# ---- block 1 ----
Block 1, signal wires on met1:
Bar = 20 um.
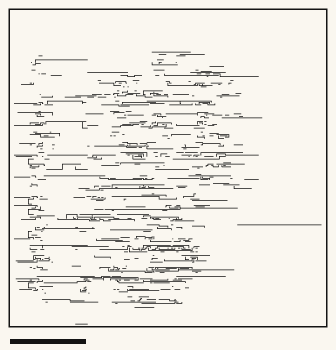

==> config.mk <==
export PLATFORM = sky130hd
export DESIGN_NAME = pwm_peripheral
export DESIGN_NICKNAME = d
export VERILOG_FILES = /design/src/rtl/pwm_pkg.sv /design/src/rtl/pwm_timebase.sv /design/src/rtl/pwm_peripheral.sv
export SDC_FILE = /design/constraint.sdc
export NUM_CORES = 1
export LEC_CHECK = 0
export ABC_AREA = 1
export ABC_CLOCK_PERIOD_IN_PS = 1650
export CAP_MARGIN = 20
export CORE_MARGIN = 5
export CORE_UTILIZATION = 40
export CTS_CLUSTER_DIAMETER = 120
export DETAILED_ROUTE_END_ITERATION = 10
export DONT_BUFFER_PORTS = 1
export GPL_ROUTABILITY_DRIVEN = 0
export HOLD_SLACK_MARGIN = 0.05
export PLACE_DENSITY = 0.64
export REMOVE_ABC_BUFFERS = 1
export SYNTH_ARGS = -nofsm -noshare
export SYNTH_HDL_FRONTEND = slang
export SYNTH_SLANG_ARGS = --single-unit
==> constraint.sdc <==
create_clock -name clk -period 1.65 [get_ports clk]
set_input_delay 0.33 -clock clk [delete_from_list [all_inputs] [get_ports clk]]
set_output_delay 0.33 -clock clk [all_outputs]
set_load 0.01 [all_outputs]
==> src/rtl/pwm_pkg.sv <==
`default_nettype none
// ============================================================================
// Module  : pwm_pkg
// Brief   : Shared widths, constants and the PWM compare helper.
// Revision: 1.0 - initial release
// ============================================================================
package pwm_pkg;

    localparam int PWM_CNT_W        = 8;
    localparam int N_OUTPUTS        = 16;
    localparam int DEFAULT_PRESCALE = 13;

    typedef logic [PWM_CNT_W-1:0] pwm_cnt_t;

    localparam pwm_cnt_t DUTY_FULL = 8'hFF;

    // Full-scale duty bypasses the compare so 0xFF never drops for a tick.
    function automatic logic pwm_level(input pwm_cnt_t cnt, input pwm_cnt_t duty);
        return (duty == DUTY_FULL) || (cnt < duty);
    endfunction

endpackage
`default_nettype wire

==> src/rtl/pwm_timebase.sv <==
`default_nettype none
// ============================================================================
// Module  : pwm_timebase
// Brief   : Prescaler and 8-bit PWM counter; exports tick, wrap, period_start.
// Revision: 1.0 - initial release
// ============================================================================
module pwm_timebase
    import pwm_pkg::*;
#(
    parameter int PRESCALE   = DEFAULT_PRESCALE,
    parameter int PRESCALE_W = 16
) (
    input  logic     clk,
    input  logic     rst,
    output pwm_cnt_t pwm_cnt_o,
    output logic     tick_o,
    output logic     wrap_o,
    output logic     period_start_o
);

    localparam logic [PRESCALE_W-1:0] PRESCALE_LAST = PRESCALE_W'(PRESCALE - 1);

    logic [PRESCALE_W-1:0] prescale_q;
    logic [PRESCALE_W-1:0] prescale_d;
    pwm_cnt_t              cnt_q;
    pwm_cnt_t              cnt_d;
    logic                  period_start_q;
    logic                  w_tick;
    logic                  w_wrap;

    always_comb begin
        w_tick     = (prescale_q == PRESCALE_LAST);
        w_wrap     = w_tick && (cnt_q == '1);
        prescale_d = w_tick ? '0 : prescale_q + 1'b1;
        cnt_d      = w_tick ? cnt_q + 1'b1 : cnt_q;
    end

    always_ff @(posedge clk or posedge rst) begin
        if (rst) begin
            prescale_q     <= '0;
            cnt_q          <= '0;
            period_start_q <= 1'b0;
        end else begin
            prescale_q     <= prescale_d;
            cnt_q          <= cnt_d;
            period_start_q <= w_wrap;
        end
    end

    assign pwm_cnt_o      = cnt_q;
    assign tick_o         = w_tick;
    assign wrap_o         = w_wrap;
    assign period_start_o = period_start_q;

endmodule
`default_nettype wire

==> src/rtl/pwm_peripheral.sv <==
`default_nettype none
// ============================================================================
// Module  : pwm_peripheral
// Brief   : 16 static/PWM user outputs from SPI config registers.
//           PWM_DUTY_SHADOW_EN: latch duty only at period boundaries.
// Revision: 1.0 - initial release
// ============================================================================
module pwm_peripheral
    import pwm_pkg::*;
#(
    parameter int PRESCALE   = DEFAULT_PRESCALE,
    parameter int PRESCALE_W = 16
) (
    input  logic                 clk,
    input  logic                 rst,
    input  logic [7:0]           en_reg_out_7_0,
    input  logic [7:0]           en_reg_out_15_8,
    input  logic [7:0]           en_reg_pwm_7_0,
    input  logic [7:0]           en_reg_pwm_15_8,
    input  logic [PWM_CNT_W-1:0] pwm_duty_cycle,
    output logic [N_OUTPUTS-1:0] out,
    output logic                 period_start
);

    pwm_cnt_t             w_pwm_cnt;
    pwm_cnt_t             w_duty_eff;
    logic                 w_tick;
    logic                 w_wrap;
    logic                 w_level;
    logic [N_OUTPUTS-1:0] w_en_out;
    logic [N_OUTPUTS-1:0] w_en_pwm;
    logic [N_OUTPUTS-1:0] out_q;
    logic [N_OUTPUTS-1:0] out_d;

    pwm_timebase #(
        .PRESCALE   (PRESCALE),
        .PRESCALE_W (PRESCALE_W)
    ) u_timebase (
        .clk            (clk),
        .rst            (rst),
        .pwm_cnt_o      (w_pwm_cnt),
        .tick_o         (w_tick),
        .wrap_o         (w_wrap),
        .period_start_o (period_start)
    );

`ifdef PWM_DUTY_SHADOW_EN
    pwm_cnt_t duty_q;
    pwm_cnt_t duty_d;
    logic     w_unused_tick;

    // Capture on the wrap edge so the new value governs the period that starts there.
    assign duty_d        = w_wrap ? pwm_duty_cycle : duty_q;
    assign w_unused_tick = w_tick;

    always_ff @(posedge clk or posedge rst) begin
        if (rst) begin
            duty_q <= '0;
        end else begin
            duty_q <= duty_d;
        end
    end

    assign w_duty_eff = duty_q;
`else
    logic w_unused_timebase;

    assign w_unused_timebase = w_tick ^ w_wrap;
    assign w_duty_eff        = pwm_duty_cycle;
`endif

    assign w_en_out = {en_reg_out_15_8, en_reg_out_7_0};
    assign w_en_pwm = {en_reg_pwm_15_8, en_reg_pwm_7_0};
    assign w_level  = pwm_level(w_pwm_cnt, w_duty_eff);

    // Static-mode bits are forced high; PWM-mode bits follow the shared level.
    always_comb begin
        out_d = w_en_out & (~w_en_pwm | {N_OUTPUTS{w_level}});
    end

    always_ff @(posedge clk or posedge rst) begin
        if (rst) begin
            out_q <= '0;
        end else begin
            out_q <= out_d;
        end
    end

    assign out = out_q;

endmodule
`default_nettype wire

# ---- block 2 ----
<file path="src/rtl/mem_arb_pkg.sv">
// Shared types and constants for the CPU fetch/data memory port arbiter.
package mem_arb_pkg;

    localparam int unsigned DefaultAw = 32;
    localparam int unsigned DefaultDw = 32;

    typedef enum logic [1:0] {
        StIdle = 2'd0,
        StGntI = 2'd1,
        StGntD = 2'd2,
        StResp = 2'd3
    } arb_state_e;

    typedef enum logic {
        ReqFetch = 1'b0,
        ReqData  = 1'b1
    } req_id_e;

    // Bits needed to hold 0..max_val, never less than one.
    function automatic int unsigned cnt_width(input int unsigned max_val);
        return (max_val < 2) ? 1 : $clog2(max_val + 1);
    endfunction

endpackage

</file>
<file path="src/rtl/mem_arb_timer.sv">
// Clearable up-counter that saturates at MAX and flags when it sits at MAX.
module mem_arb_timer
    import mem_arb_pkg::*;
#(
    parameter int unsigned MAX = 4
) (
    input  logic clk,
    input  logic reset,
    input  logic clear,
    input  logic incr,
    output logic hit
);

    localparam int unsigned CountW = cnt_width(MAX);
    localparam logic [CountW-1:0] MaxVal = CountW'(MAX);

    logic [CountW-1:0] cnt;

    always_ff @(posedge clk) begin
        if (reset || clear) begin
            cnt <= '0;
        end else if (incr && (cnt != MaxVal)) begin
            cnt <= cnt + CountW'(1);
        end
    end

    assign hit = (cnt == MaxVal);

endmodule

</file>
<file path="src/rtl/mem_port_arbiter.sv">
// Shares one single-ported memory between the CPU fetch port and its load/store port,
// with starvation protection for fetch and a memory-ack timeout.
module mem_port_arbiter
    import mem_arb_pkg::*;
#(
    parameter int unsigned AW         = DefaultAw,
    parameter int unsigned DW         = DefaultDw,
    parameter int unsigned STARVE_MAX = 4,
    parameter int unsigned TIMEOUT    = 16
) (
    input  logic          clk,
    input  logic          i_reset,
    input  logic          i_if_req,
    input  logic [AW-1:0] i_if_addr,
    output logic [DW-1:0] o_if_data,
    output logic          o_if_ack,
    input  logic          i_d_req,
    input  logic          i_d_we,
    input  logic [AW-1:0] i_d_addr,
    input  logic [DW-1:0] i_d_wdata,
    output logic [DW-1:0] o_d_rdata,
    output logic          o_d_ack,
    output logic          o_err,
    output logic          o_mem_req,
    output logic          o_mem_we,
    output logic [AW-1:0] o_mem_addr,
    output logic [DW-1:0] o_mem_wdata,
    input  logic [DW-1:0] i_mem_rdata,
    input  logic          i_mem_ack
);

    // The timeout counter compares its pre-increment value against TIMEOUT-1.
    localparam int unsigned TmoMax = (TIMEOUT == 0) ? 0 : TIMEOUT - 1;
    localparam bit          TmoEn  = (TIMEOUT != 0);

    arb_state_e    state;
    req_id_e       owner;
    logic          in_gnt;
    logic          grant_d;
    logic          grant_i;
    logic          starve_hit;
    logic          tmo_hit;
    logic          timed_out;
    logic          done;
    logic [DW-1:0] resp_data;

    always_comb begin
        in_gnt    = (state == StGntI) || (state == StGntD);
        grant_d   = (state == StIdle) && i_d_req && !(i_if_req && starve_hit);
        grant_i   = (state == StIdle) && i_if_req && !grant_d;
        timed_out = in_gnt && !i_mem_ack && TmoEn && tmo_hit;
        done      = in_gnt && (i_mem_ack || timed_out);
        resp_data = i_mem_ack ? i_mem_rdata : '0;
    end

    mem_arb_timer #(
        .MAX(STARVE_MAX)
    ) u_starve (
        .clk  (clk),
        .reset(i_reset),
        .clear(grant_i),
        .incr (grant_d && i_if_req),
        .hit  (starve_hit)
    );

    mem_arb_timer #(
        .MAX(TmoMax)
    ) u_tmo (
        .clk  (clk),
        .reset(i_reset),
        .clear(grant_i || grant_d),
        .incr (in_gnt && !i_mem_ack),
        .hit  (tmo_hit)
    );

    always_ff @(posedge clk) begin
        if (i_reset) begin
            state       <= StIdle;
            owner       <= ReqFetch;
            o_mem_req   <= 1'b0;
            o_mem_we    <= 1'b0;
            o_mem_addr  <= '0;
            o_mem_wdata <= '0;
            o_if_data   <= '0;
            o_if_ack    <= 1'b0;
            o_d_rdata   <= '0;
            o_d_ack     <= 1'b0;
            o_err       <= 1'b0;
        end else begin
            o_if_ack <= 1'b0;
            o_d_ack  <= 1'b0;
            o_err    <= 1'b0;
            unique case (state)
                StIdle: begin
                    if (grant_d) begin
                        state       <= StGntD;
                        owner       <= ReqData;
                        o_mem_req   <= 1'b1;
                        o_mem_we    <= i_d_we;
                        o_mem_addr  <= i_d_addr;
                        o_mem_wdata <= i_d_wdata;
                    end else if (grant_i) begin
                        state       <= StGntI;
                        owner       <= ReqFetch;
                        o_mem_req   <= 1'b1;
                        o_mem_we    <= 1'b0;
                        o_mem_addr  <= i_if_addr;
                        o_mem_wdata <= '0;
                    end
                end
                StGntI, StGntD: begin
                    if (done) begin
                        state     <= StResp;
                        o_mem_req <= 1'b0;
                        o_err     <= !i_mem_ack;
                        if (owner == ReqFetch) begin
                            o_if_ack  <= 1'b1;
                            o_if_data <= resp_data;
                        end else begin
                            o_d_ack   <= 1'b1;
                            o_d_rdata <= o_mem_we ? '0 : resp_data;
                        end
                    end
                end
                StResp: begin
                    state <= StIdle;
                end
                default: begin
                    state <= StIdle;
                end
            endcase
        end
    end

endmodule

</file>
<file path="config.mk">
export PLATFORM = sky130hd
export DESIGN_NAME = mem_port_arbiter
export DESIGN_NICKNAME = d
export VERILOG_FILES = /design/src/rtl/mem_arb_pkg.sv /design/src/rtl/mem_arb_timer.sv /design/src/rtl/mem_port_arbiter.sv
export SDC_FILE = /design/constraint.sdc
export NUM_CORES = 1
export LEC_CHECK = 0
export CAP_MARGIN = 20
export CORE_MARGIN = 3
export CORE_UTILIZATION = 25
export CTS_CLUSTER_SIZE = 40
export DETAILED_ROUTE_END_ITERATION = 7
export GPL_TIMING_DRIVEN = 1
export PLACE_DENSITY = 0.57
export REMOVE_ABC_BUFFERS = 1
export SYNTH_ARGS = -nofsm -noshare
export SYNTH_HDL_FRONTEND = slang
export SYNTH_HIERARCHICAL = 1
export SYNTH_SLANG_ARGS = --single-unit
</file>
<file path="constraint.sdc">
create_clock -name clk -period 2.9 [get_ports clk]
set_input_delay 0.29 -clock clk [delete_from_list [all_inputs] [get_ports clk]]
set_output_delay 0.29 -clock clk [all_outputs]
set_load 0.02 [all_outputs]
</file>
Block 2, track usage over the die:
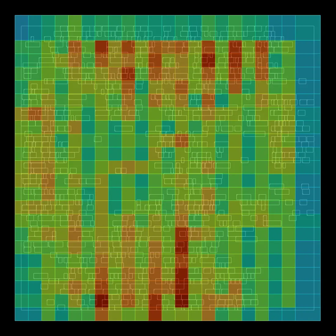
drt wl/cell: 18.55 um
GRT Max-Usage Layer: met2
Post-Route Utilization: 41.44%
GR Util All Layers: 16.24%

==> GITHUB_STEP_SUMMARY, block 2 <==
## PnR job results

| Metric | Value |
|---|---|
| Placed cells | `1101` |
| Number of cells on the critical path | `6` |
| Final nets | `979` |
| Count of library flops with an enable pin | `0` |
| CP max stage delay | `620 ps` |
| Final hold vios | `0` |
| Antenna violations before repair | `0` |
| Worst Hold Class | `primary input to flop` |
| First-pass GRT wire length | `31620 um` |
| Crit Path Max Fanout | `31` |
| Power after layout | `7935 uW` |
| Clk Tree Root Cell | `clkbuf_16` |
| RR Endpoint | `o_d_rdata[16]$_SDFFE_PP0P_` |
| M3 GR Usage | `4.784%` |
| Result of the run | `complete, no violations` |
| Ao+oa area frac | `26.45%` |
| DR top layer | `met4` |
| Post-CTS setup buffer count | `0` |
| Critical path class | `flop to flop` |
| Crit path launch type | `flop` |
| CP endpoint kind | `flop` |
| CTS tree | `done` |
| Met2 Usage GRT | `26.01%` |
| Main area contributors | `dfxtp_1 50%, o21ai_0 5.6%, a32o_1 5.4%, a311oi_1 5.0%, a32oi_1 5.0%` |
| Filler cells | `2196` |
| Final GP Congestion | `0.7206` |
| Period utilization | `72.55%` |
| IO Pins | `267` |
| Adder Share, Synth | `1.085%` |
| Yosys cell types | `45` |
| Log Warnings | `27` |
==> block 2: final cells by class <==
cell class,count,share of cell area [%]
Clock buffer,18,4.658
Timing Repair Buffer,282,30.53
Tap cell,280,3.803
Inverter,7,0.2852
Clock inverter,13,1.779
Multi-Input combinational cell,389,27.87
Sequential cell,143,31.07
==> block 2: report_power, final <==
| part | switching [uW] | leakage [uW] | internal [uW] | total [uW] |
|---|---|---|---|---|
| logic | 1840 | 0.00172 | 1340 | 3180 |
| clock network | 888 | 0.000287 | 1350 | 2240 |
| registers | 179 | 0.00117 | 2330 | 2510 |
==> block 2: worst reg2reg max path, cell delays in order, from the launching register on <==
cell and delay [ps]:
dfxtp_1 310, inv_1 60, ha_1 620, o211ai_2 270, nor2b_2 220, buf_4 250
a32o_1 260
==> block 2: cells in the final DEF (no fill, tap or decap), drive strengths merged, types with 3 or more instances in the layout <==
cell type      instances
nor2                  69
nand4b                33
dfxtp                143
o21ai                 68
nand3                 34
ha                     5
clkinv                 5
a311oi                33
o211ai                 3
nand2                  9
nor3                   3
a32o                  31
clkdlybuf4s50        264
nor3b                  4
inv                   10
and3                   3
nor2b                  3
a21oi                 38
and2                   3
clkbuf                18
bufinv                 3
buf                   18
a32oi                 33
Block 1, the metal 3 layer:
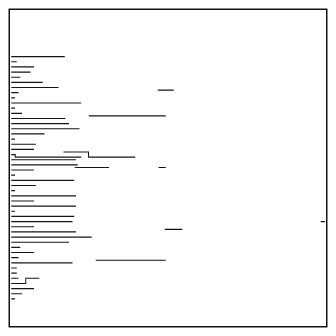
50 nets have wire on it. The layer holds 11% of the routed length. The longest straight run is 20.9 um. The wires run mostly horizontal.

Block 1, I/O nets highlighted:
Bar = 20 um.
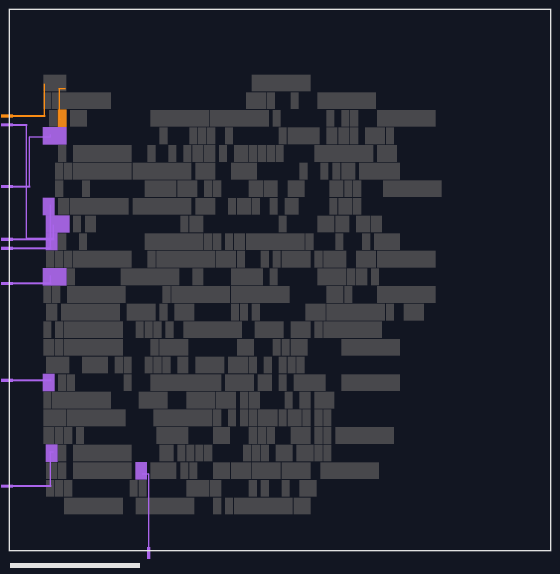
Key: orange = rst [bits 1, direction input, edge west, end cells 1, buffers 1, wire 15.6 um]; purple = en_reg_pwm_15_8 [bits 8, direction input, edge 7 west, 1 south, end cells 8, buffers 0, wire 94.9 um]
Port Buffers: 0
IO Pins: 59

## Picture notes: 'signal wires on met1' of block 1
296 nets have wire on it. The layer carries 1750 um of wire. The wires run mostly horizontal. The longest straight run is 22.1 um. The layer holds 42% of the routed length.
GRT met1 Usage: 13.95%
Routed WL: 4172 um
total number of vias: 1583

==> GITHUB_STEP_SUMMARY, block 1 <==
## PnR job results

| Metric | Value |
|---|---|
| Placed cells | `335` |
| Number of cells on the critical path | `9` |
| Synth top cell by count | `nand2_1` |
| Final WS setup | `111.6 ps` |
| Post-synthesis simple-gate area fraction | `27.38%` |
| Area added between synthesis and finish | `14.88%` |
| Commonest flop | `dfrtp_1` |
| Crit path launch type | `flop` |
| Period utilization | `93.24%` |
| Warnings, synthesis | `0` |
| Clock slew at reported path FFs | `90 ps` |
| Final hold vios | `0` |
| Top Layout Cells | `60 x nand2_1, 59 x inv_1, 41 x dfrtp_1, 20 x nor2_1, 17 x nand3_1` |
| RR Endpoint | `out[1]$_DFF_PP0_` |
| R2R depth | `9` |
| Pre-CTS setup slack | `60.59 ps` |
| Slew Limit Headroom | `67.02%` |
| Post_cts resized | `0` |
| Clk latency late pin | `300 ps` |
| Result of the run | `complete, no violations` |
block 1: flip-flops by register name (all words and copies together), names as in the netlist:
| signal | flops |
|---|---|
| u_timebase.period_start_o | 1 |
| u_timebase.pwm_cnt_o | 8 |
| u_timebase.prescale_q | 16 |
| out | 16 |
block 1: metrics by stage:
step | util [%] | hold slack [ps]
4_1_cts | 46.20 | 117.4
2_1_floorplan | - | 433.9
6_report | 47.80 | 127.3
5_1_grt | 47.80 | 112.1
3_5_place_dp | 43.78 | 379.2
3_3_place_gp | 43.78 | 377.3
block 1: power breakdown:
group	leakage, uW	internal (uW)	switching [uW]
logic	0.000819	20.3	42.7
clock network	0.0000543	453	364
registers	0.000516	1020	20.6
block 1: layer usage:
metal / routed length, um / GRT usage [%]
met5: 0 / 0
met4: 70 / 4.903
met3: 476 / 6.733
met2: 1880 / 18.66
met1: 1745 / 13.95
block 1: layout make-up:
class,count,area [sq um],share of cell area (%)
Multi-Input combinational cell,159,937.1,37.90
Tap cell,70,87.58,3.543
Clock buffer,5,68.82,2.783
Clock inverter,3,46.29,1.872
Inverter,61,229.0,9.261
Sequential cell,41,1026,41.50
Timing Repair Buffer,10,77.57,3.138

==> screenshots <==
Signal wires on met2.
picture 1
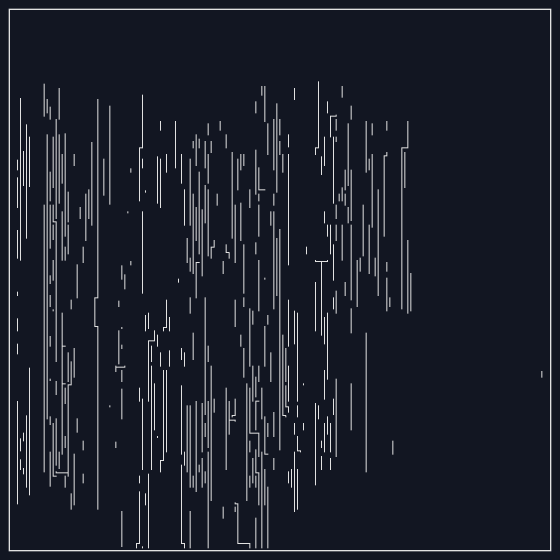
picture 2
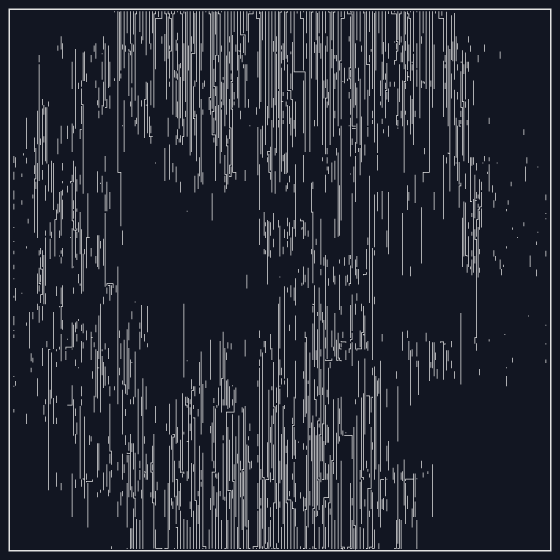
block 2 -> picture 2
block 1 -> picture 1

Key to picture 2:
The layer holds 49% of the routed length. The wires run mostly vertical. 817 nets have wire on it. The layer carries 10300 um of wire.


No activity file was given, so power comes from the tool's default toggle rates.
